# ---- block 1 ----
==> block_1/closeup.png <==
Region (36, 61) to (86, 111) µm. Cells in grey, sequential cells in the stronger grey; small squares are vias.
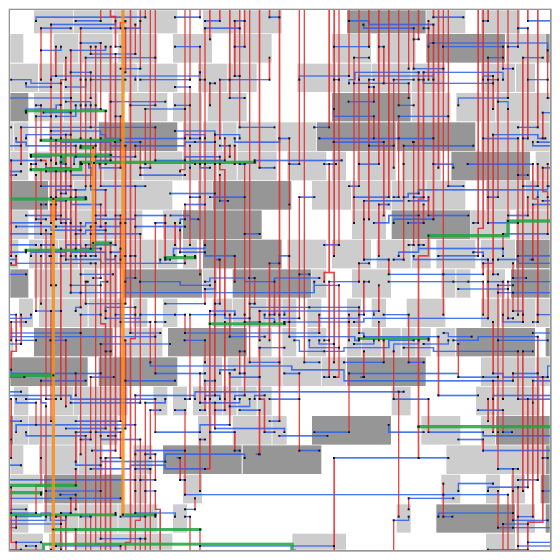

**config.mk**
```make
export PLATFORM = sky130hd
export DESIGN_NAME = procb_state_seq_flat
export DESIGN_NICKNAME = d
export VERILOG_FILES = /design/src/rtl/procb_state_seq_pkg.sv /design/src/rtl/procb_state_seq_if.sv /design/src/rtl/procb_state_seq_total_add.sv /design/src/rtl/procb_state_seq.sv /design/src/flat_wrapper.sv
export SDC_FILE = /design/constraint.sdc
export NUM_CORES = 1
export LEC_CHECK = 0
export CORE_MARGIN = 10
export CORE_UTILIZATION = 44
export DETAILED_ROUTE_END_ITERATION = 8
export GPL_TIMING_DRIVEN = 0
export PLACE_DENSITY = 0.86
export SYNTH_ARGS = -nofsm -noshare
export SYNTH_HDL_FRONTEND = slang
export SYNTH_HIERARCHICAL = 1
export SYNTH_SLANG_ARGS = --single-unit
export TNS_END_PERCENT = 10
```
**constraint.sdc**
```tcl
create_clock -name CLK -period 3.1 [get_ports CLK]
set_clock_uncertainty 0.05 [all_clocks]
set_input_delay 0.465 -clock CLK [delete_from_list [all_inputs] [get_ports CLK]]
set_output_delay 0.465 -clock CLK [all_outputs]
set_load 0.02 [all_outputs]
```
**src/rtl/procb_state_seq_pkg.sv**
```systemverilog
// Shared widths, FSM encoding and save-word helper for the process_bytes state sequencer.
// Optional macro PROCB_BYPASS_EN (consumed by the top) enables write-to-read forwarding.
package procb_state_seq_pkg;

  localparam int PROCB_TOTAL_WIDTH = 16;
  localparam int PROCB_REC_WIDTH   = 32;
  localparam int PROCB_SAVE_WIDTH  = PROCB_TOTAL_WIDTH + PROCB_REC_WIDTH;
  localparam int SAVE_INC_WIDTH    = 7;

  typedef enum logic [1:0] {
    ST_IDLE = 2'd0,
    ST_READ = 2'd1,
    ST_OUT  = 2'd2,
    ST_BUSY = 2'd3
  } state_e;

  function automatic logic [PROCB_SAVE_WIDTH-1:0] pack_save(
    input logic [PROCB_TOTAL_WIDTH-1:0] total,
    input logic [PROCB_REC_WIDTH-1:0]   rec
  );
    return {total, rec};
  endfunction

endpackage

```
**src/rtl/procb_state_seq_if.sv**
```systemverilog
// Scheduler, engine, completion and saved-state memory signals of the sequencer.
// slave = sequencer side, master = surrounding environment.
interface procb_state_seq_if
  import procb_state_seq_pkg::*;
#(
  parameter int N_THREADS = 8
) ();
  localparam int TN_W = (N_THREADS > 1) ? $clog2(N_THREADS) : 1;

  logic                         req_valid;
  logic                         req_ready;
  logic [TN_W-1:0]              req_thread_num;
  logic                         req_new;
  logic                         out_valid;
  logic                         out_ready;
  logic [TN_W-1:0]              out_thread_num;
  logic [PROCB_TOTAL_WIDTH-1:0] out_total;
  logic [PROCB_REC_WIDTH-1:0]   out_rec;
  logic                         save_valid;
  logic                         save_last;
  logic [SAVE_INC_WIDTH-1:0]    save_inc;
  logic [PROCB_REC_WIDTH-1:0]   save_rec;
  logic                         done;
  logic [TN_W-1:0]              done_thread_num;
  logic [PROCB_TOTAL_WIDTH-1:0] done_total;
  logic                         err_overflow;
  logic                         mem_rd_en;
  logic [TN_W-1:0]              mem_rd_thread_num;
  logic [PROCB_SAVE_WIDTH-1:0]  mem_dout;
  logic                         mem_wr_en;
  logic [TN_W-1:0]              mem_wr_thread_num;
  logic [PROCB_SAVE_WIDTH-1:0]  mem_din;

  modport slave (
    input  req_valid, req_thread_num, req_new, out_ready,
    input  save_valid, save_last, save_inc, save_rec, mem_dout,
    output req_ready, out_valid, out_thread_num, out_total, out_rec,
    output done, done_thread_num, done_total, err_overflow,
    output mem_rd_en, mem_rd_thread_num, mem_wr_en, mem_wr_thread_num, mem_din
  );

  modport master (
    output req_valid, req_thread_num, req_new, out_ready,
    output save_valid, save_last, save_inc, save_rec, mem_dout,
    input  req_ready, out_valid, out_thread_num, out_total, out_rec,
    input  done, done_thread_num, done_total, err_overflow,
    input  mem_rd_en, mem_rd_thread_num, mem_wr_en, mem_wr_thread_num, mem_din
  );

endinterface

```
**src/rtl/procb_state_seq_total_add.sv**
```systemverilog
// bytes_total adder: combinational modular sum plus a sticky overflow flag
// set whenever an enabled addition carries out of the total width.
module procb_state_seq_total_add
  import procb_state_seq_pkg::*;
(
  input  logic                         CLK,
  input  logic                         RESET_N,
  input  logic                         en_i,
  input  logic [PROCB_TOTAL_WIDTH-1:0] total_i,
  input  logic [SAVE_INC_WIDTH-1:0]    inc_i,
  output logic [PROCB_TOTAL_WIDTH-1:0] sum_o,
  output logic                         overflow_o
);
  logic [PROCB_TOTAL_WIDTH:0] wide_s;
  logic                       overflow_q;

  always_comb begin
    wide_s = {1'b0, total_i} + {{(PROCB_TOTAL_WIDTH + 1 - SAVE_INC_WIDTH){1'b0}}, inc_i};
  end

  always_ff @(posedge CLK) begin
    if (!RESET_N) begin
      overflow_q <= 1'b0;
    end else if (en_i && wide_s[PROCB_TOTAL_WIDTH]) begin
      overflow_q <= 1'b1;
    end else begin
      overflow_q <= overflow_q;
    end
  end

  assign sum_o      = wide_s[PROCB_TOTAL_WIDTH-1:0];
  assign overflow_o = overflow_q;

endmodule

```
**src/rtl/procb_state_seq.sv**
```systemverilog
// Per-thread saved-state sequencer for the process_bytes stage (one thread in flight).
// Define PROCB_BYPASS_EN to forward a pending write into the next read (no turnaround bubble).
module procb_state_seq
  import procb_state_seq_pkg::*;
#(
  parameter int N_THREADS = 8
) (
  input logic                CLK,
  input logic                RESET_N,
  procb_state_seq_if.slave   bus
);
  localparam int TN_W = (N_THREADS > 1) ? $clog2(N_THREADS) : 1;

  state_e                       state_q;
  logic [TN_W-1:0]              thread_q;
  logic                         out_valid_q;
  logic [PROCB_TOTAL_WIDTH-1:0] out_total_q;
  logic [PROCB_REC_WIDTH-1:0]   out_rec_q;
  logic                         done_q;
  logic [TN_W-1:0]              done_thread_q;
  logic [PROCB_TOTAL_WIDTH-1:0] done_total_q;
  logic                         mem_wr_en_q;
  logic [TN_W-1:0]              mem_wr_thread_q;
  logic [PROCB_SAVE_WIDTH-1:0]  mem_din_q;
  logic [PROCB_TOTAL_WIDTH-1:0] new_total_s;
  logic                         overflow_s;
  logic                         save_fire_s;
  logic                         req_ready_s;
  logic                         req_fire_s;
`ifdef PROCB_BYPASS_EN
  logic                         fwd_hit_q;
`endif

  assign save_fire_s = (state_q == ST_BUSY) && bus.save_valid;

  procb_state_seq_total_add u_total_add (
    .CLK        (CLK),
    .RESET_N    (RESET_N),
    .en_i       (save_fire_s),
    .total_i    (out_total_q),
    .inc_i      (bus.save_inc),
    .sum_o      (new_total_s),
    .overflow_o (overflow_s)
  );

  // Without forwarding, a read on the edge of a pending write would return stale data.
  always_comb begin
    req_ready_s = 1'b0;
`ifdef PROCB_BYPASS_EN
    req_ready_s = RESET_N && (state_q == ST_IDLE);
`else
    req_ready_s = RESET_N && (state_q == ST_IDLE) && !mem_wr_en_q;
`endif
    req_fire_s = bus.req_valid && req_ready_s;
  end

  always_ff @(posedge CLK) begin
    if (!RESET_N) begin
      state_q         <= ST_IDLE;
      thread_q        <= '0;
      out_valid_q     <= 1'b0;
      out_total_q     <= '0;
      out_rec_q       <= '0;
      done_q          <= 1'b0;
      done_thread_q   <= '0;
      done_total_q    <= '0;
      mem_wr_en_q     <= 1'b0;
      mem_wr_thread_q <= '0;
      mem_din_q       <= '0;
`ifdef PROCB_BYPASS_EN
      fwd_hit_q       <= 1'b0;
`endif
    end else begin
      mem_wr_en_q <= 1'b0;
      done_q      <= 1'b0;
      case (state_q)
        ST_IDLE: begin
          if (req_fire_s) begin
            thread_q <= bus.req_thread_num;
            if (bus.req_new) begin
              out_total_q <= '0;
              out_rec_q   <= '0;
              out_valid_q <= 1'b1;
              state_q     <= ST_OUT;
            end else begin
`ifdef PROCB_BYPASS_EN
              fwd_hit_q <= mem_wr_en_q && (mem_wr_thread_q == bus.req_thread_num);
`endif
              state_q <= ST_READ;
            end
          end
        end
        ST_READ: begin
`ifdef PROCB_BYPASS_EN
          if (fwd_hit_q) begin
            {out_total_q, out_rec_q} <= mem_din_q;
          end else begin
            {out_total_q, out_rec_q} <= bus.mem_dout;
          end
`else
          {out_total_q, out_rec_q} <= bus.mem_dout;
`endif
          out_valid_q <= 1'b1;
          state_q     <= ST_OUT;
        end
        ST_OUT: begin
          if (bus.out_ready) begin
            out_valid_q <= 1'b0;
            state_q     <= ST_BUSY;
          end
        end
        ST_BUSY: begin
          if (bus.save_valid) begin
            mem_wr_en_q     <= 1'b1;
            mem_wr_thread_q <= thread_q;
            if (bus.save_last) begin
              mem_din_q     <= '0;
              done_q        <= 1'b1;
              done_total_q  <= new_total_s;
              done_thread_q <= thread_q;
            end else begin
              mem_din_q <= pack_save(new_total_s, bus.save_rec);
            end
            state_q <= ST_IDLE;
          end
        end
        default: begin
          state_q <= ST_IDLE;
        end
      endcase
    end
  end

  assign bus.req_ready         = req_ready_s;
  assign bus.mem_rd_en         = req_fire_s && !bus.req_new;
  assign bus.mem_rd_thread_num = bus.req_thread_num;
  assign bus.out_valid         = out_valid_q;
  assign bus.out_thread_num    = thread_q;
  assign bus.out_total         = out_total_q;
  assign bus.out_rec           = out_rec_q;
  assign bus.done              = done_q;
  assign bus.done_thread_num   = done_thread_q;
  assign bus.done_total        = done_total_q;
  assign bus.err_overflow      = overflow_s;
  assign bus.mem_wr_en         = mem_wr_en_q;
  assign bus.mem_wr_thread_num = mem_wr_thread_q;
  assign bus.mem_din           = mem_din_q;

endmodule

```
**src/flat_wrapper.sv**
```systemverilog
// flat-port wrapper written by rule: the top's interface ports become plain ports
module procb_state_seq_flat import procb_state_seq_pkg::*;
#(
  parameter int N_THREADS = 8
)
  (CLK, RESET_N, bus_req_valid, bus_req_thread_num, bus_req_new, bus_out_ready, bus_save_valid, bus_save_last, bus_save_inc, bus_save_rec, bus_mem_dout, bus_req_ready, bus_out_valid, bus_out_thread_num, bus_out_total, bus_out_rec, bus_done, bus_done_thread_num, bus_done_total, bus_err_overflow, bus_mem_rd_en, bus_mem_rd_thread_num, bus_mem_wr_en, bus_mem_wr_thread_num, bus_mem_din);
  procb_state_seq_if #(.N_THREADS(N_THREADS)) bus_i ();
  input logic CLK;
  input logic RESET_N;
  input wire logic [$bits(bus_i.req_valid)-1:0] bus_req_valid;
  input wire logic [$bits(bus_i.req_thread_num)-1:0] bus_req_thread_num;
  input wire logic [$bits(bus_i.req_new)-1:0] bus_req_new;
  input wire logic [$bits(bus_i.out_ready)-1:0] bus_out_ready;
  input wire logic [$bits(bus_i.save_valid)-1:0] bus_save_valid;
  input wire logic [$bits(bus_i.save_last)-1:0] bus_save_last;
  input wire logic [$bits(bus_i.save_inc)-1:0] bus_save_inc;
  input wire logic [$bits(bus_i.save_rec)-1:0] bus_save_rec;
  input wire logic [$bits(bus_i.mem_dout)-1:0] bus_mem_dout;
  output wire logic [$bits(bus_i.req_ready)-1:0] bus_req_ready;
  output wire logic [$bits(bus_i.out_valid)-1:0] bus_out_valid;
  output wire logic [$bits(bus_i.out_thread_num)-1:0] bus_out_thread_num;
  output wire logic [$bits(bus_i.out_total)-1:0] bus_out_total;
  output wire logic [$bits(bus_i.out_rec)-1:0] bus_out_rec;
  output wire logic [$bits(bus_i.done)-1:0] bus_done;
  output wire logic [$bits(bus_i.done_thread_num)-1:0] bus_done_thread_num;
  output wire logic [$bits(bus_i.done_total)-1:0] bus_done_total;
  output wire logic [$bits(bus_i.err_overflow)-1:0] bus_err_overflow;
  output wire logic [$bits(bus_i.mem_rd_en)-1:0] bus_mem_rd_en;
  output wire logic [$bits(bus_i.mem_rd_thread_num)-1:0] bus_mem_rd_thread_num;
  output wire logic [$bits(bus_i.mem_wr_en)-1:0] bus_mem_wr_en;
  output wire logic [$bits(bus_i.mem_wr_thread_num)-1:0] bus_mem_wr_thread_num;
  output wire logic [$bits(bus_i.mem_din)-1:0] bus_mem_din;
  assign bus_i.req_valid = bus_req_valid;
  assign bus_i.req_thread_num = bus_req_thread_num;
  assign bus_i.req_new = bus_req_new;
  assign bus_i.out_ready = bus_out_ready;
  assign bus_i.save_valid = bus_save_valid;
  assign bus_i.save_last = bus_save_last;
  assign bus_i.save_inc = bus_save_inc;
  assign bus_i.save_rec = bus_save_rec;
  assign bus_i.mem_dout = bus_mem_dout;
  assign bus_req_ready = bus_i.req_ready;
  assign bus_out_valid = bus_i.out_valid;
  assign bus_out_thread_num = bus_i.out_thread_num;
  assign bus_out_total = bus_i.out_total;
  assign bus_out_rec = bus_i.out_rec;
  assign bus_done = bus_i.done;
  assign bus_done_thread_num = bus_i.done_thread_num;
  assign bus_done_total = bus_i.done_total;
  assign bus_err_overflow = bus_i.err_overflow;
  assign bus_mem_rd_en = bus_i.mem_rd_en;
  assign bus_mem_rd_thread_num = bus_i.mem_rd_thread_num;
  assign bus_mem_wr_en = bus_i.mem_wr_en;
  assign bus_mem_wr_thread_num = bus_i.mem_wr_thread_num;
  assign bus_mem_din = bus_i.mem_din;
  procb_state_seq #(.N_THREADS(N_THREADS)) u_core (.CLK(CLK), .RESET_N(RESET_N), .bus(bus_i));
endmodule
```
# ---- block 2 ----
## src/rtl/ssd1306_pkg.sv

```systemverilog
// Shared constants, command bytes and scanout state encoding for the SSD1306
// framebuffer path.
package ssd1306_pkg;

    localparam int unsigned XSIZE_DEF      = 128;
    localparam int unsigned YSIZE_DEF      = 64;
    localparam int unsigned ADDR_DEPTH_DEF = XSIZE_DEF * YSIZE_DEF / 8;

    localparam logic [7:0] SSD1306_SET_COL_ADDR  = 8'h21;
    localparam logic [7:0] SSD1306_SET_PAGE_ADDR = 8'h22;

    // Full-screen address window: all columns, all 8-row pages
    localparam logic [7:0] COL_START  = 8'h00;
    localparam logic [7:0] COL_END    = 8'(XSIZE_DEF - 1);
    localparam logic [7:0] PAGE_START = 8'h00;
    localparam logic [7:0] PAGE_END   = 8'(YSIZE_DEF / 8 - 1);

    localparam int unsigned PREAMBLE_LEN = 6;
    localparam int unsigned CMD_IDX_W    = 3;
    localparam int unsigned LAT_W        = 2;

    typedef enum logic [2:0] {
        IDLE,
        CMD,
        FETCH,
        WAIT,
        SEND,
        DONE
    } scan_state_t;

endpackage

```

## src/rtl/ssd1306_fb_scanout_if.sv

```systemverilog
// Byte stream from the scanout engine to the I2C/SSD1306 transmitter.
interface ssd1306_fb_scanout_if;

    logic [7:0] tx_data;
    logic       tx_dc;
    logic       tx_valid;
    logic       tx_ready;

    modport master (
        output tx_data,
        output tx_dc,
        output tx_valid,
        input  tx_ready
    );

    modport slave (
        input  tx_data,
        input  tx_dc,
        input  tx_valid,
        output tx_ready
    );

endinterface

```

## src/rtl/ssd1306_preamble_rom.sv

```systemverilog
// Address-window preamble lookup: column range then page range covering the
// whole panel.
module ssd1306_preamble_rom
    import ssd1306_pkg::*;
(
    input  logic [CMD_IDX_W-1:0] idx,
    output logic [7:0]           data
);

    always_comb begin
        data = 8'h00;
        case (idx)
            3'd0:    data = SSD1306_SET_COL_ADDR;
            3'd1:    data = COL_START;
            3'd2:    data = COL_END;
            3'd3:    data = SSD1306_SET_PAGE_ADDR;
            3'd4:    data = PAGE_START;
            3'd5:    data = PAGE_END;
            default: data = 8'h00;
        endcase
    end

endmodule

```

## src/rtl/ssd1306_fb_scanout.sv

```systemverilog
// Framebuffer scanout: on a start edge sends the window preamble, then reads
// and streams every framebuffer byte in address order.
module ssd1306_fb_scanout
    import ssd1306_pkg::*;
#(
    parameter int unsigned XSIZE      = XSIZE_DEF,
    parameter int unsigned YSIZE      = YSIZE_DEF,
    parameter int unsigned ADDR_DEPTH = XSIZE * YSIZE / 8,
    parameter int unsigned RD_LATENCY = 1,
    localparam int unsigned ADDR_W    = $clog2(ADDR_DEPTH)
) (
    input  logic                  clk,
    input  logic                  resetn,
    input  logic                  start,
    input  logic                  gfx_ready,
    output logic                  fb_rd,
    output logic [ADDR_W-1:0]     fb_addr,
    input  logic [7:0]            fb_data,
    ssd1306_fb_scanout_if.master  tx,
    output logic                  busy,
    output logic                  frame_done
);

    localparam logic [CMD_IDX_W-1:0] CMD_LAST  = CMD_IDX_W'(PREAMBLE_LEN - 1);
    localparam logic [ADDR_W-1:0]    ADDR_LAST = ADDR_W'(ADDR_DEPTH - 1);
    localparam logic [LAT_W-1:0]     LAT_LAST  = LAT_W'(RD_LATENCY);

    scan_state_t          state;
    logic [CMD_IDX_W-1:0] cmd_idx;
    logic [ADDR_W-1:0]    addr;
    logic [LAT_W-1:0]     lat_cnt;
    logic                 start_r;
    logic [7:0]           tx_data_q;
    logic                 tx_dc_q;
    logic                 tx_valid_q;

    logic                 start_req_c;
    logic                 tx_accept_c;
    logic [CMD_IDX_W-1:0] rom_idx_c;
    logic [7:0]           rom_byte_c;

    assign tx.tx_data  = tx_data_q;
    assign tx.tx_dc    = tx_dc_q;
    assign tx.tx_valid = tx_valid_q;

    assign start_req_c = start & ~start_r;
    assign tx_accept_c = tx_valid_q & tx.tx_ready;

    // ROM looks one byte ahead so preamble bytes can go out back-to-back
    always_comb begin
        rom_idx_c = '0;
        if (state == CMD) begin
            rom_idx_c = cmd_idx + CMD_IDX_W'(1);
        end
    end

    ssd1306_preamble_rom u_rom (
        .idx  (rom_idx_c),
        .data (rom_byte_c)
    );

    always_ff @(posedge clk) begin
        if (!resetn) begin
            state      <= IDLE;
            cmd_idx    <= '0;
            addr       <= '0;
            lat_cnt    <= '0;
            start_r    <= 1'b0;
            fb_rd      <= 1'b0;
            fb_addr    <= '0;
            tx_data_q  <= '0;
            tx_dc_q    <= 1'b0;
            tx_valid_q <= 1'b0;
            busy       <= 1'b0;
            frame_done <= 1'b0;
        end else begin
            start_r    <= start;
            frame_done <= 1'b0;
            case (state)
                IDLE: begin
                    if (start_req_c) begin
                        busy       <= 1'b1;
                        cmd_idx    <= '0;
                        tx_data_q  <= rom_byte_c;
                        tx_dc_q    <= 1'b0;
                        tx_valid_q <= 1'b1;
                        state      <= CMD;
                    end
                end
                CMD: begin
                    if (tx_accept_c) begin
                        if (cmd_idx == CMD_LAST) begin
                            tx_valid_q <= 1'b0;
                            addr       <= '0;
                            state      <= FETCH;
                        end else begin
                            cmd_idx   <= cmd_idx + CMD_IDX_W'(1);
                            tx_data_q <= rom_byte_c;
                        end
                    end
                end
                FETCH: begin
                    if (gfx_ready) begin
                        fb_rd   <= 1'b1;
                        fb_addr <= addr;
                        lat_cnt <= '0;
                        state   <= WAIT;
                    end
                end
                // Read is committed once fb_rd is up; gfx_ready is not rechecked
                WAIT: begin
                    if (lat_cnt == LAT_LAST) begin
                        fb_rd      <= 1'b0;
                        tx_data_q  <= fb_data;
                        tx_dc_q    <= 1'b1;
                        tx_valid_q <= 1'b1;
                        state      <= SEND;
                    end else begin
                        lat_cnt <= lat_cnt + LAT_W'(1);
                    end
                end
                SEND: begin
                    if (tx_accept_c) begin
                        tx_valid_q <= 1'b0;
                        if (addr == ADDR_LAST) begin
                            addr       <= '0;
                            frame_done <= 1'b1;
                            state      <= DONE;
                        end else begin
                            addr  <= addr + ADDR_W'(1);
                            state <= FETCH;
                        end
                    end
                end
                DONE: begin
                    busy  <= 1'b0;
                    state <= IDLE;
                end
                default: state <= IDLE;
            endcase
        end
    end

endmodule
```

## src/flat_wrapper.sv

```systemverilog
// flat-port wrapper written by rule: the top's interface ports become plain ports
module ssd1306_fb_scanout_flat import ssd1306_pkg::*;
#(
    parameter int unsigned XSIZE      = XSIZE_DEF,
    parameter int unsigned YSIZE      = YSIZE_DEF,
    parameter int unsigned ADDR_DEPTH = XSIZE * YSIZE / 8,
    parameter int unsigned RD_LATENCY = 1,
    localparam int unsigned ADDR_W    = $clog2(ADDR_DEPTH)
)
  (clk, resetn, start, gfx_ready, fb_rd, fb_addr, fb_data, busy, frame_done, tx_tx_data, tx_tx_dc, tx_tx_valid, tx_tx_ready);
  ssd1306_fb_scanout_if tx_i ();
  input  logic clk;
  input  logic resetn;
  input  logic start;
  input  logic gfx_ready;
  output logic fb_rd;
  output logic [ADDR_W-1:0] fb_addr;
  input  logic [7:0] fb_data;
  output logic busy;
  output logic frame_done;
  output wire logic [$bits(tx_i.tx_data)-1:0] tx_tx_data;
  output wire logic [$bits(tx_i.tx_dc)-1:0] tx_tx_dc;
  output wire logic [$bits(tx_i.tx_valid)-1:0] tx_tx_valid;
  input wire logic [$bits(tx_i.tx_ready)-1:0] tx_tx_ready;
  assign tx_tx_data = tx_i.tx_data;
  assign tx_tx_dc = tx_i.tx_dc;
  assign tx_tx_valid = tx_i.tx_valid;
  assign tx_i.tx_ready = tx_tx_ready;
  ssd1306_fb_scanout #(.XSIZE(XSIZE), .YSIZE(YSIZE), .ADDR_DEPTH(ADDR_DEPTH), .RD_LATENCY(RD_LATENCY)) u_core (.clk(clk), .resetn(resetn), .start(start), .gfx_ready(gfx_ready), .fb_rd(fb_rd), .fb_addr(fb_addr), .fb_data(fb_data), .tx(tx_i), .busy(busy), .frame_done(frame_done));
endmodule
```

## config.mk

```make
export PLATFORM = sky130hd
export DESIGN_NAME = ssd1306_fb_scanout_flat
export DESIGN_NICKNAME = d
export VERILOG_FILES = /design/src/rtl/ssd1306_pkg.sv /design/src/rtl/ssd1306_fb_scanout_if.sv /design/src/rtl/ssd1306_preamble_rom.sv /design/src/rtl/ssd1306_fb_scanout.sv /design/src/flat_wrapper.sv
export SDC_FILE = /design/constraint.sdc
export NUM_CORES = 1
export LEC_CHECK = 0
export ABC_AREA = 1
export ABC_CLOCK_PERIOD_IN_PS = 1350
export CORE_ASPECT_RATIO = 0.8
export CORE_UTILIZATION = 47
export CTS_CLUSTER_DIAMETER = 50
export DETAILED_ROUTE_END_ITERATION = 16
export PLACE_DENSITY = 0.82
export RECOVER_POWER = 50
export SLEW_MARGIN = 25
export SYNTH_ARGS = -nofsm -noshare
export SYNTH_HDL_FRONTEND = slang
export SYNTH_SLANG_ARGS = --single-unit
```

## constraint.sdc

```tcl
create_clock -name clk -period 1.35 [get_ports clk]
set_input_delay 0.27 -clock clk [delete_from_list [all_inputs] [get_ports clk]]
set_output_delay 0.27 -clock clk [all_outputs]
set_load 0.1 [all_outputs]
```

# ---- block 3 ----
**config.mk**
```make
export PLATFORM = sky130hd
export DESIGN_NAME = rr_timed_arbiter
export DESIGN_NICKNAME = d
export VERILOG_FILES = /design/src/rtl/rr_timed_arbiter.sv
export SDC_FILE = /design/constraint.sdc
export NUM_CORES = 1
export LEC_CHECK = 0
export CAP_MARGIN = 30
export CORE_MARGIN = 4
export CORE_UTILIZATION = 35
export DETAILED_ROUTE_END_ITERATION = 8
export PLACE_DENSITY = 0.64
export SKIP_CTS_REPAIR_TIMING = 1
export SYNTH_ARGS = -nofsm -noshare
export SYNTH_HDL_FRONTEND = slang
export SYNTH_SLANG_ARGS = --single-unit
```
**constraint.sdc**
```tcl
create_clock -name clk -period 14.6 [get_ports clk]
set_input_delay 2.92 -clock clk [delete_from_list [all_inputs] [get_ports clk]]
set_output_delay 2.92 -clock clk [all_outputs]
set_load 0.05 [all_outputs]
```
**src/rtl/rr_timed_arbiter.sv**
```systemverilog
// rr_timed_arbiter: round-robin arbiter with an optional per-grant timer.
//
// A grant goes to the first requester found from a rotating pointer. The owner keeps the
// grant while it keeps requesting. With RR_ARB_TIMEOUT_EN defined, each port also has a
// length limit, loaded whenever that port presents a head flit. A grant is then revoked
// after limit+1 cycles, and a one-cycle timeout pulse is raised. Without the macro,
// flit_id and length are ignored and timeout stays 0.
//
// Ports:
//   clk          clock, rising edge
//   rst          synchronous active-high reset
//   req          per-port request (bit i = port i)
//   flit_id      per-port flit type, port i at [i*FID_W +: FID_W]
//   length       per-port packet length, port i at [i*LEN_W +: LEN_W]
//   grant        registered one-hot grant, zero when idle
//   grant_valid  registered, high when any grant bit is set
//   grant_idx    registered index of the owner, 0 when idle
//   timeout      registered one-cycle pulse when a grant is revoked by timer expiry
module rr_timed_arbiter #(
  parameter int unsigned NPORTS  = 5,
  parameter int unsigned LEN_W   = 12,
  parameter int unsigned FID_W   = 3,
  parameter int unsigned HEAD_ID = 1
) (
  input  logic                       clk,
  input  logic                       rst,
  input  logic [NPORTS-1:0]          req,
  input  logic [NPORTS*FID_W-1:0]    flit_id,
  input  logic [NPORTS*LEN_W-1:0]    length,
  output logic [NPORTS-1:0]          grant,
  output logic                       grant_valid,
  output logic [$clog2(NPORTS)-1:0]  grant_idx,
  output logic                       timeout
);

  localparam int unsigned IDX_W = $clog2(NPORTS);

  typedef enum logic {StIdle, StBusy} state_e;

  state_e           state;
  logic [IDX_W-1:0] ptr;

  function automatic logic [IDX_W-1:0] inc_mod(input logic [IDX_W-1:0] x);
    if (x == IDX_W'(NPORTS - 1)) return '0;
    return x + 1'b1;
  endfunction

  logic             expired;
  logic             own_req;
  logic             release_grant;
  logic [IDX_W-1:0] base;
  logic [NPORTS-1:0] cand;
  logic             found;
  logic [IDX_W-1:0] win;
  logic             take;
  logic             go_idle;

  assign own_req       = req[grant_idx];
  assign release_grant = (state == StBusy) && (!own_req || expired);

  // In BUSY the search starts after the owner and the owner itself is masked out, so
  // a released owner can only regain the grant from IDLE one cycle later.
  always_comb begin
    base  = (state == StBusy) ? inc_mod(grant_idx) : ptr;
    cand  = req;
    if (state == StBusy) cand[grant_idx] = 1'b0;
    found = 1'b0;
    win   = '0;
    for (int unsigned k = 0; k < NPORTS; k++) begin
      logic [IDX_W-1:0] qi;
      qi = IDX_W'((32'(base) + k) % NPORTS);
      if (!found && cand[qi]) begin
        found = 1'b1;
        win   = qi;
      end
    end
  end

  assign take    = found && ((state == StIdle) || release_grant);
  assign go_idle = release_grant && !found;

`ifdef RR_ARB_TIMEOUT_EN
  logic [LEN_W-1:0] limit [NPORTS];
  logic [LEN_W-1:0] count;
  logic [LEN_W-1:0] active_limit;

  assign expired = (count == active_limit);

  // Limits track head flits on every port regardless of who owns the grant.
  always_ff @(posedge clk) begin
    if (rst) begin
      for (int unsigned i = 0; i < NPORTS; i++) limit[i] <= '0;
    end else begin
      for (int unsigned i = 0; i < NPORTS; i++) begin
        if (flit_id[i*FID_W +: FID_W] == FID_W'(HEAD_ID)) begin
          limit[i] <= length[i*LEN_W +: LEN_W];
        end
      end
    end
  end
`else
  logic unused_inputs;

  assign expired       = 1'b0;
  assign unused_inputs = ^{flit_id, length, 32'(HEAD_ID)};
`endif

  always_ff @(posedge clk) begin
    if (rst) begin
      state        <= StIdle;
      grant        <= '0;
      grant_valid  <= 1'b0;
      grant_idx    <= '0;
      timeout      <= 1'b0;
      ptr          <= '0;
`ifdef RR_ARB_TIMEOUT_EN
      count        <= '0;
      active_limit <= '0;
`endif
    end else begin
      // Pulse only when the timer, not the owner dropping req, ended the grant.
      timeout <= release_grant && expired && own_req;
      if (take) begin
        state       <= StBusy;
        grant       <= {{(NPORTS-1){1'b0}}, 1'b1} << win;
        grant_valid <= 1'b1;
        grant_idx   <= win;
        ptr         <= inc_mod(win);
`ifdef RR_ARB_TIMEOUT_EN
        count        <= '0;
        active_limit <= limit[win];
`endif
      end else if (go_idle) begin
        state       <= StIdle;
        grant       <= '0;
        grant_valid <= 1'b0;
        grant_idx   <= '0;
      end else if (state == StBusy) begin
`ifdef RR_ARB_TIMEOUT_EN
        count <= count + 1'b1;
`endif
      end
    end
  end

endmodule

```
# ---- block 4 ----
$ cat src/rtl/clk_div_mon.sv
// rtl/clk_div_mon.sv - phase-length lock monitor for a programmable divided clock
// Measures each high/low phase of mon_clk_i in clk_i cycles, compares it with
// half_period_i, and reports per-phase lengths, lock and a sticky error.
module clk_div_mon #(
  parameter int DLY      = 1,
  parameter int WIDTH    = 8,
  parameter int LOCK_CNT = 4
) (
  input  logic             clk_i,
  input  logic             rst_n_i,
  input  logic             en_i,
  input  logic [WIDTH-1:0] half_period_i,
  input  logic             mon_clk_i,
  input  logic             err_clr_i,
  output logic             meas_vld_o,
  output logic [WIDTH:0]   meas_len_o,
  output logic             meas_lvl_o,
  output logic             lock_o,
  output logic             err_o
);

  localparam logic [3:0]   LOCK_MAX = 4'(LOCK_CNT);
  localparam logic [WIDTH:0] CNT_ONE = 1;

  typedef enum logic [1:0] {
    ST_IDLE = 2'd0,
    ST_SYNC = 2'd1,
    ST_MEAS = 2'd2
  } state_e;

  state_e           state_q;
  logic             mon_q;
  logic [WIDTH-1:0] hp_q;
  logic [WIDTH:0]   cnt_q;
  logic [3:0]       match_q;
  logic             ovr_q;
  logic             lock_q;
  logic             err_q;
  logic             meas_vld_q;
  logic [WIDTH:0]   meas_len_q;
  logic             meas_lvl_q;

  logic             edge_det;
  logic             at_hp;
  logic             cfg_chg;
  logic             go_idle;
  logic [WIDTH:0]   cnt_d;
  logic [3:0]       match_d;
  // Register updates carry no modelled delay; DLY is kept only so existing
  // instantiations that pass it still elaborate.
  logic             unused_dly;

  // Edge detect, match/overrun compare and saturating increments.
  always_comb begin
    edge_det   = (mon_clk_i != mon_q);
    at_hp      = (cnt_q == {1'b0, half_period_i});
    cfg_chg    = (half_period_i != hp_q);
    go_idle    = !en_i || (half_period_i == '0);
    cnt_d      = (&cnt_q) ? cnt_q : cnt_q + CNT_ONE;
    match_d    = (match_q >= LOCK_MAX) ? LOCK_MAX : match_q + 4'd1;
    unused_dly = (DLY != 0);
  end

  // Monitor FSM: front end, phase counter, lock tracking and sticky error.
  always_ff @(posedge clk_i or negedge rst_n_i) begin
    if (!rst_n_i) begin
      state_q    <= ST_IDLE;
      mon_q      <= 1'b0;
      hp_q       <= '0;
      cnt_q      <= '0;
      match_q    <= '0;
      ovr_q      <= 1'b0;
      lock_q     <= 1'b0;
      err_q      <= 1'b0;
      meas_vld_q <= 1'b0;
      meas_len_q <= '0;
      meas_lvl_q <= 1'b0;
    end else begin
      mon_q      <= mon_clk_i;
      hp_q       <= half_period_i;
      meas_vld_q <= 1'b0;
      // A clear is overridden below if an error event lands in the same cycle.
      if (err_clr_i) err_q <= 1'b0;

      if (go_idle) begin
        state_q <= ST_IDLE;
        cnt_q   <= '0;
        match_q <= '0;
        ovr_q   <= 1'b0;
        lock_q  <= 1'b0;
      end else begin
        case (state_q)
          ST_IDLE: begin
            state_q <= ST_SYNC;
          end
          ST_SYNC: begin
            // The partial phase before the first edge is never measured.
            if (!cfg_chg && edge_det) begin
              cnt_q   <= CNT_ONE;
              ovr_q   <= 1'b0;
              state_q <= ST_MEAS;
            end
          end
          ST_MEAS: begin
            if (cfg_chg) begin
              state_q <= ST_SYNC;
              cnt_q   <= '0;
              match_q <= '0;
              ovr_q   <= 1'b0;
              lock_q  <= 1'b0;
            end else if (edge_det) begin
              cnt_q      <= CNT_ONE;
              ovr_q      <= 1'b0;
              meas_vld_q <= 1'b1;
              meas_len_q <= cnt_q;
              meas_lvl_q <= mon_q;
              // A phase already flagged as overrun was counted as its mismatch.
              if (!ovr_q) begin
                if (at_hp) begin
                  match_q <= match_d;
                  if (match_d == LOCK_MAX) lock_q <= 1'b1;
                end else begin
                  match_q <= '0;
                  lock_q  <= 1'b0;
                  if (lock_q) err_q <= 1'b1;
                end
              end
            end else begin
              cnt_q <= cnt_d;
              if (at_hp && !ovr_q) begin
                ovr_q   <= 1'b1;
                match_q <= '0;
                lock_q  <= 1'b0;
                if (lock_q) err_q <= 1'b1;
              end
            end
          end
          default: begin
            state_q <= ST_IDLE;
          end
        endcase
      end
    end
  end

  assign meas_vld_o = meas_vld_q;
  assign meas_len_o = meas_len_q;
  assign meas_lvl_o = meas_lvl_q;
  assign lock_o     = lock_q;
  assign err_o      = err_q;

endmodule
$ cat config.mk
export PLATFORM = sky130hd
export DESIGN_NAME = clk_div_mon
export DESIGN_NICKNAME = d
export VERILOG_FILES = /design/src/rtl/clk_div_mon.sv
export SDC_FILE = /design/constraint.sdc
export NUM_CORES = 1
export LEC_CHECK = 0
export CAP_MARGIN = 20
export CORE_MARGIN = 2
export CORE_UTILIZATION = 25
export CTS_CLUSTER_SIZE = 8
export DETAILED_ROUTE_END_ITERATION = 6
export PLACE_DENSITY = 0.42
export SYNTH_ARGS = -nofsm -noshare
export SYNTH_HDL_FRONTEND = slang
export SYNTH_SLANG_ARGS = --single-unit
export TNS_END_PERCENT = 10
$ cat constraint.sdc
create_clock -name clk_i -period 2.7 [get_ports clk_i]
set_input_delay 0.54 -clock clk_i [delete_from_list [all_inputs] [get_ports clk_i]]
set_output_delay 0.54 -clock clk_i [all_outputs]
set_load 0.02 [all_outputs]
==> block_4/placed.png <==
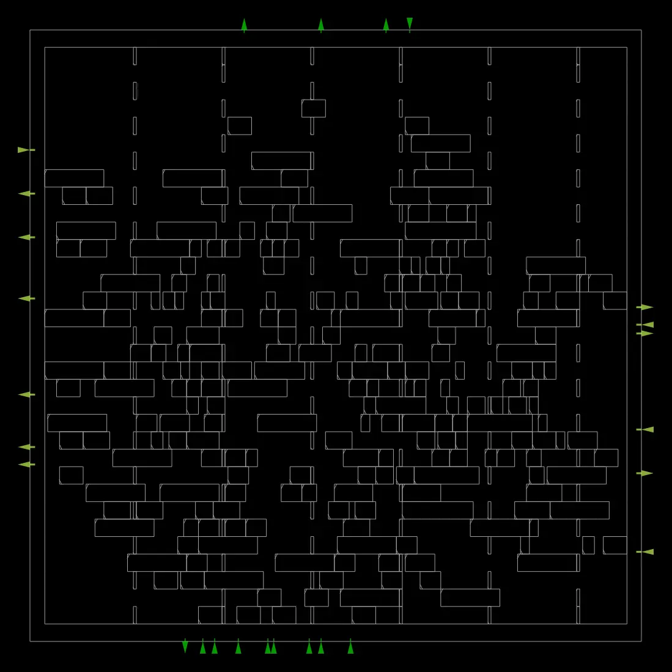
FP Rows: 33
Core Area: 0.008134 mm²

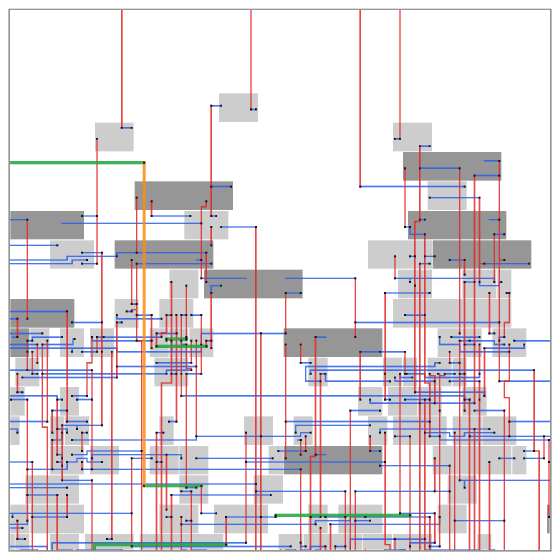
(block_4/closeup.png)
Region (23, 42) to (73, 92) µm. Cells in grey, sequential cells in the stronger grey; small squares are vias.
[blue] M1
[green] M3
[orange] M4
[red] M2
netlist names of flops here include: `cnt_q` (3), `meas_len_o` (2), `state_q` (2)
most frequent: buf_4 (13), dfrtp_1 (10), a21oi_1 (6)
cells with their middle in the window: 83
sequential cells in the window: 10

==> results.py, block 4 <==
# Synthesis and PnR figures
metrics = {
    "yosys": {
        "yosys-stat-area_mm2": 0.002078,
        "yosys_warnings": 0,
        "synth.logic.top_family": "simple AND/OR/NAND/NOR gates",
        "ys.flop_type": "dfrtp_1",
        "synth_cell_type_count": 52,
        "synth.most_common_cell": "dfrtp_1",
        "ys_sh_xor_pct": 8.368,
        "synthesis.instances": 178,
    },
    "worst_setup_path": {
        "cp-endpoint": "cnt_q[2]",
        "cp_common_cell": "and3_1",
        "r2r-end": "cnt_q[2]",
        "critPathLaunchType": "register",
        "r2r_cells": 10,
    },
    "placement": {
        "placed_cell_area_mm2": 0.002654,
    },
    "clock_network": {
        "cts-resized-gates": 0,
        "clk_pin_slew_ps": 80,
        "cts_buffers": 5,
        "root_buffer": "clkbuf_8",
    },
    "cells_and_area": {
        "logic_area_mm2": 0.001070,
        "ff_latch_area_um2": 950.9,
        "flops": 38,
        "stdcell_count": 341,
        "final_nets": 251,
        "n_fill_cell": 815,
    },
    "floorplan": {
        "taps": 105,
        "fp-utilization_pct": 25.55,
    },
    "timing": {
        "fmax_ghz": 0.3926,
        "finalSetupTns_ps": 0,
        "hold_viol_final": 0,
        "setup_slack_ps": 152.8,
    },
    "global_routing": {
        "first_global_vias": 1687,
    },
    "route": {
        "drtAntennaViolNets": 0,
        "drc": 0,
        "num_vias": 1643,
    },
    "status": {
        "status": "finished clean",
    },
}
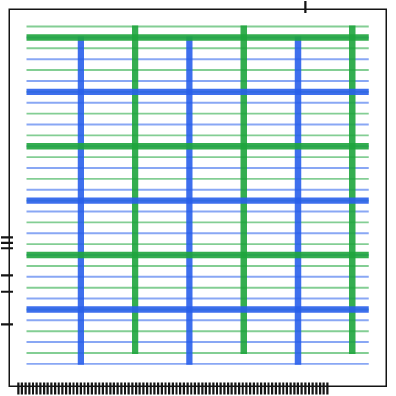
(block_3/floorplan.png)
Scale: 4 px per µm. Pins as bars on the die edge.
[blue] VSS
[green] VDD
met5 straps: 6
signal pins: 92
met4 straps: 6
rows: 31
Die X: 93.90 µm
Die H: 93.90 µm
Core Area: 0.007214 mm²

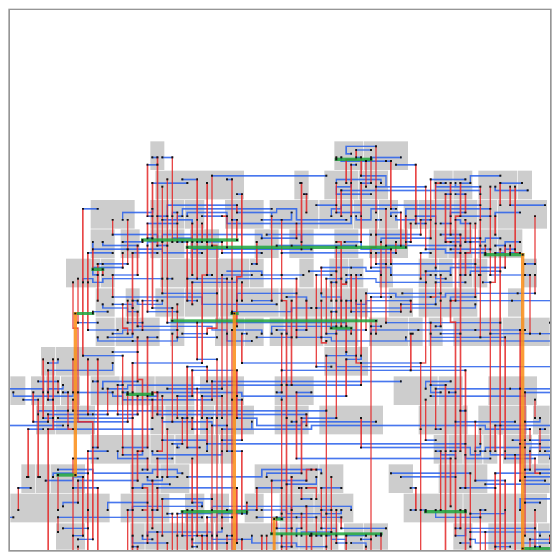
(block_3/closeup.png)
Region (22, 41) to (72, 91) µm. Cells in grey, sequential cells in the stronger grey; small squares are vias.
[orange] M4
[blue] M1
[red] M2
[green] M3
cells with their middle in the window: 144
most frequent: nor2_1 (19), a21oi_1 (13), ha_1 (10)
sequential cells in the window: 0

==> results.py, block 3 <==
# Synthesis and PnR figures
metrics = {
    "placement": {
        "place_congestion": 0.8333,
        "io_buffers": 15,
        "hpwl_um": 5178,
    },
    "floorplan": {
        "die_area_mm2": 0.008817,
        "taps": 99,
        "rows": 31,
    },
    "cells_and_area": {
        "top_regs": "grant x5, grant_idx x3, ptr x3",
        "nMultiInputCombCells": 278,
        "logic_area_mm2": 0.002146,
        "buffer_area_share_pct": 5.867,
        "most-common-layout-cells": "31 x nor2_1, 28 x ha_1, 25 x a21oi_1",
        "flops": 12,
        "fin_area_mm2": 0.002815,
    },
    "global_routing": {
        "grt_pass1_wl_um": 11240,
        "grt_max_degree": 24,
        "antenna_found_initial": 0,
        "use_met2_pct": 24.01,
    },
    "clock_network": {
        "htree_num_levels": 1,
        "cts_max_path_buffers": 2,
        "clock-sinks": 12,
        "cts_tree": "built",
        "root_buffer": "clkbuf_8",
        "cts_buffers": 3,
    },
    "route": {
        "drc": 0,
        "firstDrtPassIters": 4,
        "dr_wl_met2_um": 2914,
        "first_iter_violations": 140,
        "top_layer_used": "met4",
        "wl_met1_um": 3346,
    },
    "yosys": {
        "synthesis.instances": 332,
        "syn_area_mm2": 0.002582,
        "aoi_share_pct": 32.22,
        "synth_nets": 443,
        "synth.logic.top_family": "AND-OR/OR-AND gates",
        "synth-seq-area-share_pct": 9.302,
        "ys_async_sr_fraction_pct": 0,
        "edf_count": 0,
        "muxShareOfSynthArea_pct": 9.545,
    },
    "status": {
        "status": "finished clean",
    },
    "worst_setup_path": {
        "worst-path-buf-inv": 3,
        "cp-endpoint": "ptr[2]",
        "r2r-start": "grant_idx[1]",
        "r2r-end": "ptr[2]",
        "path_class": "register to register",
        "slowest_stage": "dfxtp_1",
        "crit_arrival_ps": 8000,
        "critPathLaunchType": "register",
    },
    "timing": {
        "fmax_ghz": 0.1275,
        "rsz0062_at_grt": "false",
        "fin_worst_skew_ps": 4.563,
        "finalSetupViolations": 0,
        "finalSetupTns_ps": 0,
    },
}
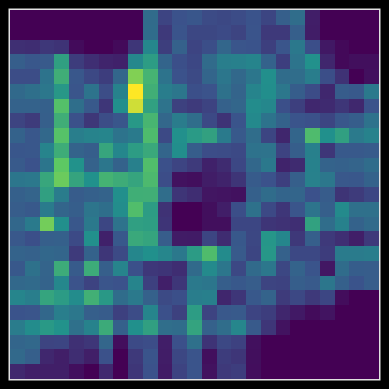
(block_1/route_heat.png)
Scale: 3 px per µm. The die is cut into 25 by 25 equal tiles; dark purple is low, yellow is high, scaled to the fullest tile. Values are wire area over tile area, all layers added.
fullest tile: 0.66
emptiest ninth of the die: lower right
tiles over half the peak: 9.9%
densest ninth of the die: middle left
mean over tiles: 0.18
nearly empty tiles: 12%
Total Wirelength: 16,280 µm
DR WL/cell: 19.68 µm

Notes on block_1/closeup.png above:
[orange] M4
[green] M3
[red] M2
[blue] M1
netlist names of flops here include: `u_core/bus.mem_din` (9), `u_core/bus.done_thread_num` (3), `u_core/bus.done_total` (3)
most frequent: clkdlybuf4s50_1 (49), nand2_1 (32), dfxtp_1 (25)
cells with their middle in the window: 203
sequential cells in the window: 25

==> results.py, block 1 <==
# Synthesis and PnR figures
metrics = {
    "cells_and_area": {
        "fin_area_mm2": 0.007657,
        "area_delta_synth_final_pct": 64.07,
        "fin_util_pct": 74.17,
        "final_nets": 788,
        "stdcell_count": 827,
    },
    "yosys": {
        "yosys.area_share.simple_pct": 8.552,
        "synth-seq-area-share_pct": 54.48,
        "ys_sh_xor_pct": 2.627,
        "yosys-stat-area_mm2": 0.004667,
    },
    "timing": {
        "min_period_over_period_pct": 92.49,
    },
    "status": {
        "status": "finished clean",
    },
    "clock_network": {
        "postCtsSetupBuffers": 0,
        "clock-sinks": 127,
    },
    "hold_path": {
        "holdCritPathClass": "register to register",
        "hold_end": "u_core/bus.done_thread_num[0]",
        "whs_path_depth": 2,
    },
    "route": {
        "dr_wl_met2_um": 8038,
    },
    "placement": {
        "dpl.cell_count": 796,
    },
    "worst_setup_path": {
        "cp_max_fo": 10,
        "critPathLaunchType": "register",
        "r2r_cells": 8,
        "worst-path-buf-inv": 3,
        "r2r-end": "u_core/bus.done_total[10]",
    },
    "global_routing": {
        "met3_usage_pct": 11.35,
        "use_met2_pct": 35.14,
    },
}
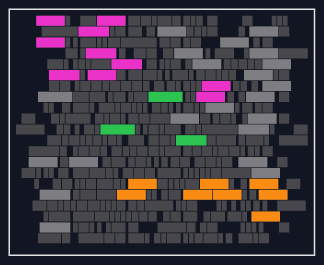
(block_2/ff_map.png)
Scale: 4 px per µm. Other sequential cells in the stronger grey, the rest of the logic in the fainter grey.
[orange] `u_core.tx.tx_data` | flops: 8
[green] `u_core.state` | flops: 3
[magenta] `u_core.addr` | flops: 10
not coloured: 21
Seq/total area: 26.43%
storage element area: 862.1 µm²
fin util: 78.08%

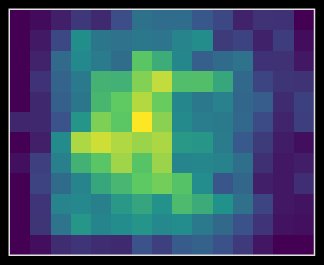
(block_2/route_heat.png)
Scale: 4 px per µm. The die is cut into 15 by 12 equal tiles; dark purple is low, yellow is high, scaled to the fullest tile. Values are wire area over tile area, all layers added.
tiles over half the peak: 23%
nearly empty tiles: 7.2%
densest ninth of the die: centre
fullest tile: 0.87
total track usage: 32.62%
Total Wirelength: 8206 µm
vias: 2,664
DR WL/cell: 18.44 µm

==> results.py, block 2 <==
# Synthesis and PnR figures
metrics = {
    "status": {
        "status": "finished, violations left",
        "violations": "setup timing",
    },
    "cells_and_area": {
        "lay_top_count": "nand2_1",
        "dominant_cells": "logic gates",
        "n_all_inverters": 27,
        "area_delta_synth_final_pct": 58.67,
        "sh_comb_area_pct": 40.70,
        "n_fill_cell": 231,
        "buffer_area_share_pct": 24.20,
    },
    "timing": {
        "fmax_ghz": 0.6043,
        "finalSetupTns_ps": -3308,
        "hold_viol_final": 0,
        "rsz0062_at_grt": "true",
        "worst-slew-pin-transition_ps": 325.4,
        "finalSetupViolations": 27,
        "setup_slack_ps": -304.7,
        "period_needed_ps": 1655,
    },
    "floorplan": {
        "fp-utilization_pct": 49.21,
        "die_width_um": 75.94,
    },
    "yosys": {
        "yosys.area_share.simple_pct": 37.31,
        "yosys_warnings": 0,
        "synth_nets": 315,
        "synth-seq-area-share_pct": 40.90,
        "yosys_register_bits": 42,
        "aoi_share_pct": 11.44,
        "syn_area_mm2": 0.002056,
    },
    "worst_setup_path": {
        "r2r_cells": 9,
        "cp.required_ps": 1560,
        "ff2ff_setup_slack_ps": -300,
        "path_delay_family": "simple AND/OR/NAND/NOR gates",
        "r2r-start": "u_core.state[0]",
        "cp-end-kind": "register",
        "cp-endpoint": "u_core.state[0]",
        "path_class": "register to register",
        "cp-startpoint": "u_core.state[0]",
        "crit_arrival_ps": 1860,
    },
    "global_routing": {
        "busiest_layer": "met2",
        "grt_max_degree": 15,
    },
    "hold_path": {
        "hold_start": "u_core.fb_addr[8]",
    },
    "route": {
        "top_layer_used": "met4",
        "drtAntennaViolNets": 0,
        "firstDrtPassIters": 7,
    },
    "clock_network": {
        "root_buffer": "clkbuf_8",
        "cts_max_path_buffers": 2,
        "cts_buffers": 5,
        "clock-sinks": 42,
    },
}

# ---- block 5 ----
==> block_5/ff_map.png <==
Scale: 6 px per µm. Other sequential cells in the stronger grey, the rest of the logic in the fainter grey.
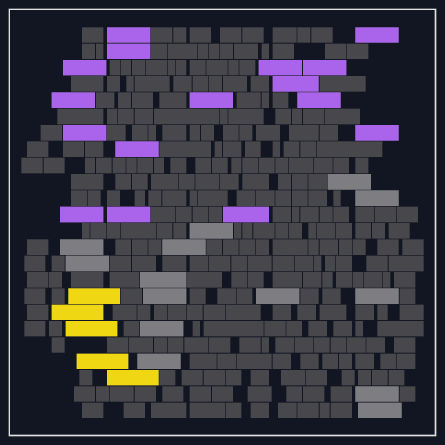
$ cat src/rtl/hazard_forwarding_unit.sv
// hazard_forwarding_unit
//   Tracks destination/write-enable information for the EX, MEM and WB
//   stages and derives the ID-stage operand forwarding selects, the PC and
//   IF/ID load enables and the ID/EX bubble request for load-use hazards.
//
// Ports
//   Clk, Reset            clock, synchronous active-high reset
//   ID_RS / ID_RT         source registers of the instruction in ID
//   ID_USES_RS/RT         the instruction actually reads that source
//   ID_DEST               destination register of the instruction in ID
//   ID_RF_ENABLE          the instruction writes the register file
//   ID_LOAD_INSTR         the instruction is a load
//   FWD_A_SEL/FWD_B_SEL   operand mux selects: 00 RF, 01 EX, 10 MEM, 11 WB
//   PC_LE, IF_ID_LE       load enables, dropped for one cycle on a load-use
//   ID_EX_NOP             ID/EX captures a bubble
//   OUT_reg*/OUT_Enable*  scoreboard contents per stage
//   STALL_COUNT           saturating count of load-use stall cycles
module hazard_forwarding_unit #(
   parameter int unsigned REG_W = 5,
   parameter int unsigned CNT_W = 16
) (
   input  logic             Clk,
   input  logic             Reset,
   input  logic [REG_W-1:0] ID_RS,
   input  logic [REG_W-1:0] ID_RT,
   input  logic             ID_USES_RS,
   input  logic             ID_USES_RT,
   input  logic [REG_W-1:0] ID_DEST,
   input  logic             ID_RF_ENABLE,
   input  logic             ID_LOAD_INSTR,
   output logic [1:0]       FWD_A_SEL,
   output logic [1:0]       FWD_B_SEL,
   output logic             PC_LE,
   output logic             IF_ID_LE,
   output logic             ID_EX_NOP,
   output logic [REG_W-1:0] OUT_regEX,
   output logic [REG_W-1:0] OUT_regMEM,
   output logic [REG_W-1:0] OUT_regWB,
   output logic             OUT_EnableEX,
   output logic             OUT_EnableMEM,
   output logic             OUT_EnableWB,
   output logic [CNT_W-1:0] STALL_COUNT
);

   typedef enum logic [1:0] {
      SEL_RF  = 2'b00,
      SEL_EX  = 2'b01,
      SEL_MEM = 2'b10,
      SEL_WB  = 2'b11
   } fwd_sel_t;

   // Scoreboard slots. The load flag only influences the EX slot (a load
   // one stage further can always be forwarded), so it is not carried on.
   logic [REG_W-1:0] ex_dest, mem_dest, wb_dest;
   logic             ex_en, mem_en, wb_en;
   logic             ex_load;
   logic [CNT_W-1:0] stall_count;

   // Slots writing $0 never match anything.
   logic ex_live, mem_live, wb_live;
   logic stall;
   fwd_sel_t sel_a, sel_b;

   function automatic fwd_sel_t pick_source(
      input logic             used,
      input logic [REG_W-1:0] src,
      input logic             ex_ok,
      input logic             mem_ok,
      input logic             wb_ok
   );
      fwd_sel_t sel;
      sel = SEL_RF;
      if (used && (src != '0)) begin
         // Youngest producer first.
         if (ex_ok && (src == ex_dest))
            sel = SEL_EX;
         else if (mem_ok && (src == mem_dest))
            sel = SEL_MEM;
         else if (wb_ok && (src == wb_dest))
            sel = SEL_WB;
      end
      return sel;
   endfunction

   always_comb begin
      ex_live  = ex_en  && (ex_dest  != '0);
      mem_live = mem_en && (mem_dest != '0);
      wb_live  = wb_en  && (wb_dest  != '0);

      sel_a = pick_source(ID_USES_RS, ID_RS, ex_live, mem_live, wb_live);
      sel_b = pick_source(ID_USES_RT, ID_RT, ex_live, mem_live, wb_live);

      // One stall covers both operands even when RS == RT.
      stall = !Reset && ex_live && ex_load &&
              ((ID_USES_RS && (ID_RS == ex_dest)) ||
               (ID_USES_RT && (ID_RT == ex_dest)));

      FWD_A_SEL = SEL_RF;
      FWD_B_SEL = SEL_RF;
      PC_LE     = 1'b1;
      IF_ID_LE  = 1'b1;
      ID_EX_NOP = 1'b0;
      if (!Reset) begin
         FWD_A_SEL = sel_a;
         FWD_B_SEL = sel_b;
         PC_LE     = !stall;
         IF_ID_LE  = !stall;
         ID_EX_NOP = stall;
      end
   end

   always_ff @(posedge Clk) begin
      if (Reset) begin
         ex_dest     <= '0;
         ex_en       <= 1'b0;
         ex_load     <= 1'b0;
         mem_dest    <= '0;
         mem_en      <= 1'b0;
         wb_dest     <= '0;
         wb_en       <= 1'b0;
         stall_count <= '0;
      end else begin
         wb_dest  <= mem_dest;
         wb_en    <= mem_en;
         mem_dest <= ex_dest;
         mem_en   <= ex_en;
         if (stall) begin
            ex_dest <= '0;
            ex_en   <= 1'b0;
            ex_load <= 1'b0;
         end else begin
            ex_dest <= ID_DEST;
            ex_en   <= ID_RF_ENABLE;
            ex_load <= ID_LOAD_INSTR;
         end
         if (stall && (stall_count != '1))
            stall_count <= stall_count + 1'b1;
      end
   end

   assign OUT_regEX     = ex_dest;
   assign OUT_regMEM    = mem_dest;
   assign OUT_regWB     = wb_dest;
   assign OUT_EnableEX  = ex_en;
   assign OUT_EnableMEM = mem_en;
   assign OUT_EnableWB  = wb_en;
   assign STALL_COUNT   = stall_count;

endmodule
$ cat config.mk
export PLATFORM = sky130hd
export DESIGN_NAME = hazard_forwarding_unit
export DESIGN_NICKNAME = d
export VERILOG_FILES = /design/src/rtl/hazard_forwarding_unit.sv
export SDC_FILE = /design/constraint.sdc
export NUM_CORES = 1
export LEC_CHECK = 0
export CAP_MARGIN = 20
export CORE_MARGIN = 1.5
export CORE_UTILIZATION = 42
export CTS_CLUSTER_SIZE = 8
export DETAILED_ROUTE_END_ITERATION = 6
export HOLD_SLACK_MARGIN = 0.03
export PLACE_DENSITY = 0.83
export SETUP_SLACK_MARGIN = 0.02
export SLEW_MARGIN = 10
export SYNTH_ARGS = -nofsm -noshare
export SYNTH_HDL_FRONTEND = slang
export SYNTH_SLANG_ARGS = --single-unit
$ cat constraint.sdc
create_clock -name Clk -period 1.95 [get_ports Clk]
set_input_delay 0.195 -clock Clk [delete_from_list [all_inputs] [get_ports Clk]]
set_output_delay 0.195 -clock Clk [all_outputs]
set_load 0.03 [all_outputs]
==> results.py <==
# Synthesis and PnR figures
metrics = {
    "pwr": {
        "power_frac_comb_pct": 18.8,
        "vdd_drop_max_uv": 403.6,
        "p_clk_share_pct": 42.2,
    },
    "placement": {
        "place_congestion": 0.8865,
        "io_buffers": 61,
        "placed_cell_area_mm2": 0.002841,
        "dpl.cell_count": 361,
    },
    "cells_and_area": {
        "dominant_cells": "logic gates",
        "buffers": 111,
        "lay_top_count": "clkdlybuf4s50_1",
        "buffer_area_share_pct": 29.80,
        "nMultiInputCombCells": 172,
    },
    "global_routing": {
        "grt_pass1_wl_um": 10530,
        "antenna_found_initial": 0,
        "grt_max_degree": 32,
    },
    "yosys": {
        "muxShareOfSynthArea_pct": 1.750,
        "synth_cell_type_count": 38,
        "synth.most_common_cell": "dfxtp_1",
        "syn_area_mm2": 0.001931,
        "yosys-stat-area_mm2": 0.001931,
        "synth.logic.top_family": "simple AND/OR/NAND/NOR gates",
    },
    "worst_setup_path": {
        "critPathMaxStageDelay_ps": 470,
        "cp-endpoint": "FWD_B_SEL[0]",
        "cp.required_ps": 1750,
        "path_class": "input pin to output pin",
        "crit_arrival_ps": 1960,
        "cp-end-kind": "output pin",
    },
    "floorplan": {
        "die_area_mm2": 0.005013,
        "fp-utilization_pct": 44.04,
    },
    "run": {
        "drv_cap": 0,
    },
    "route": {
        "wl_met1_um": 2870,
        "first_iter_violations": 254,
        "totalWireLength_um": 7210,
        "drtAntennaViolNets": 0,
    },
    "clock_network": {
        "cts_max_path_buffers": 2,
        "htree_num_levels": 2,
        "cts-resized-gates": 57,
        "root_buffer": "clkbuf_8",
        "postCtsSetupBuffers": 8,
    },
    "status": {
        "violations": "setup timing",
        "status": "finished, violations left",
    },
    "timing": {
        "rsz0062_at_grt": "true",
        "finalSetupViolations": 23,
        "setup_slack_ps": -203.7,
        "fmax_ghz": 0.4643,
    },
    "hold_path": {
        "whs_path_depth": 2,
    },
}
## Picture notes: block_5/ff_map.png
[purple] `STALL_COUNT` | flops: 16
[yellow] `OUT_regEX` | flops: 5 | where: lower left
Seq. pwr: 0.745 mW
Seq/total area: 21.32%
storage element area: 723.2 µm²



==> screenshots <==
Cell sizes after repair.
panel A
Scale: 3 px per µm.
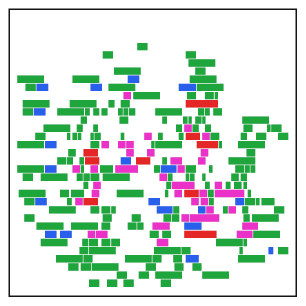
panel B
Scale: 4 px per µm.
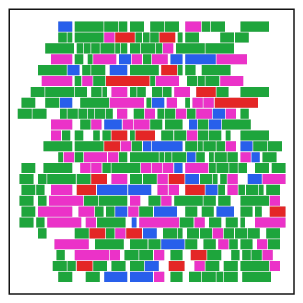
panel C
Scale: 3 px per µm.
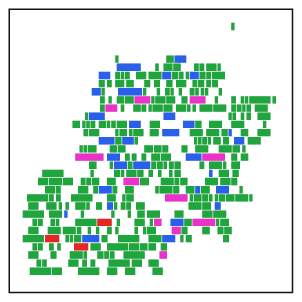
panel D
Scale: 4 px per µm.
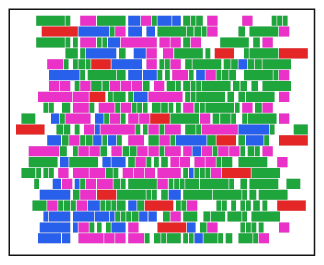
panel E
Scale: 2 px per µm.
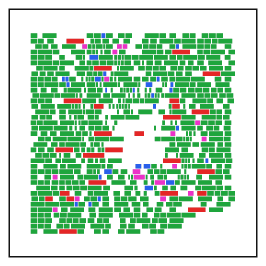
Panel D is block 2.
Panel C is block 3.
Panel B is block 5.
Panel A is block 4.
Panel E is block 1.

Key to panel D:
[magenta] x3 and x4 | cells: 96
[blue] x2 | cells: 50
[green] x1 and smaller | cells: 228
[red] x6 and larger | cells: 14

Power figures rest on the tool's default switching activity, not on a simulated workload.
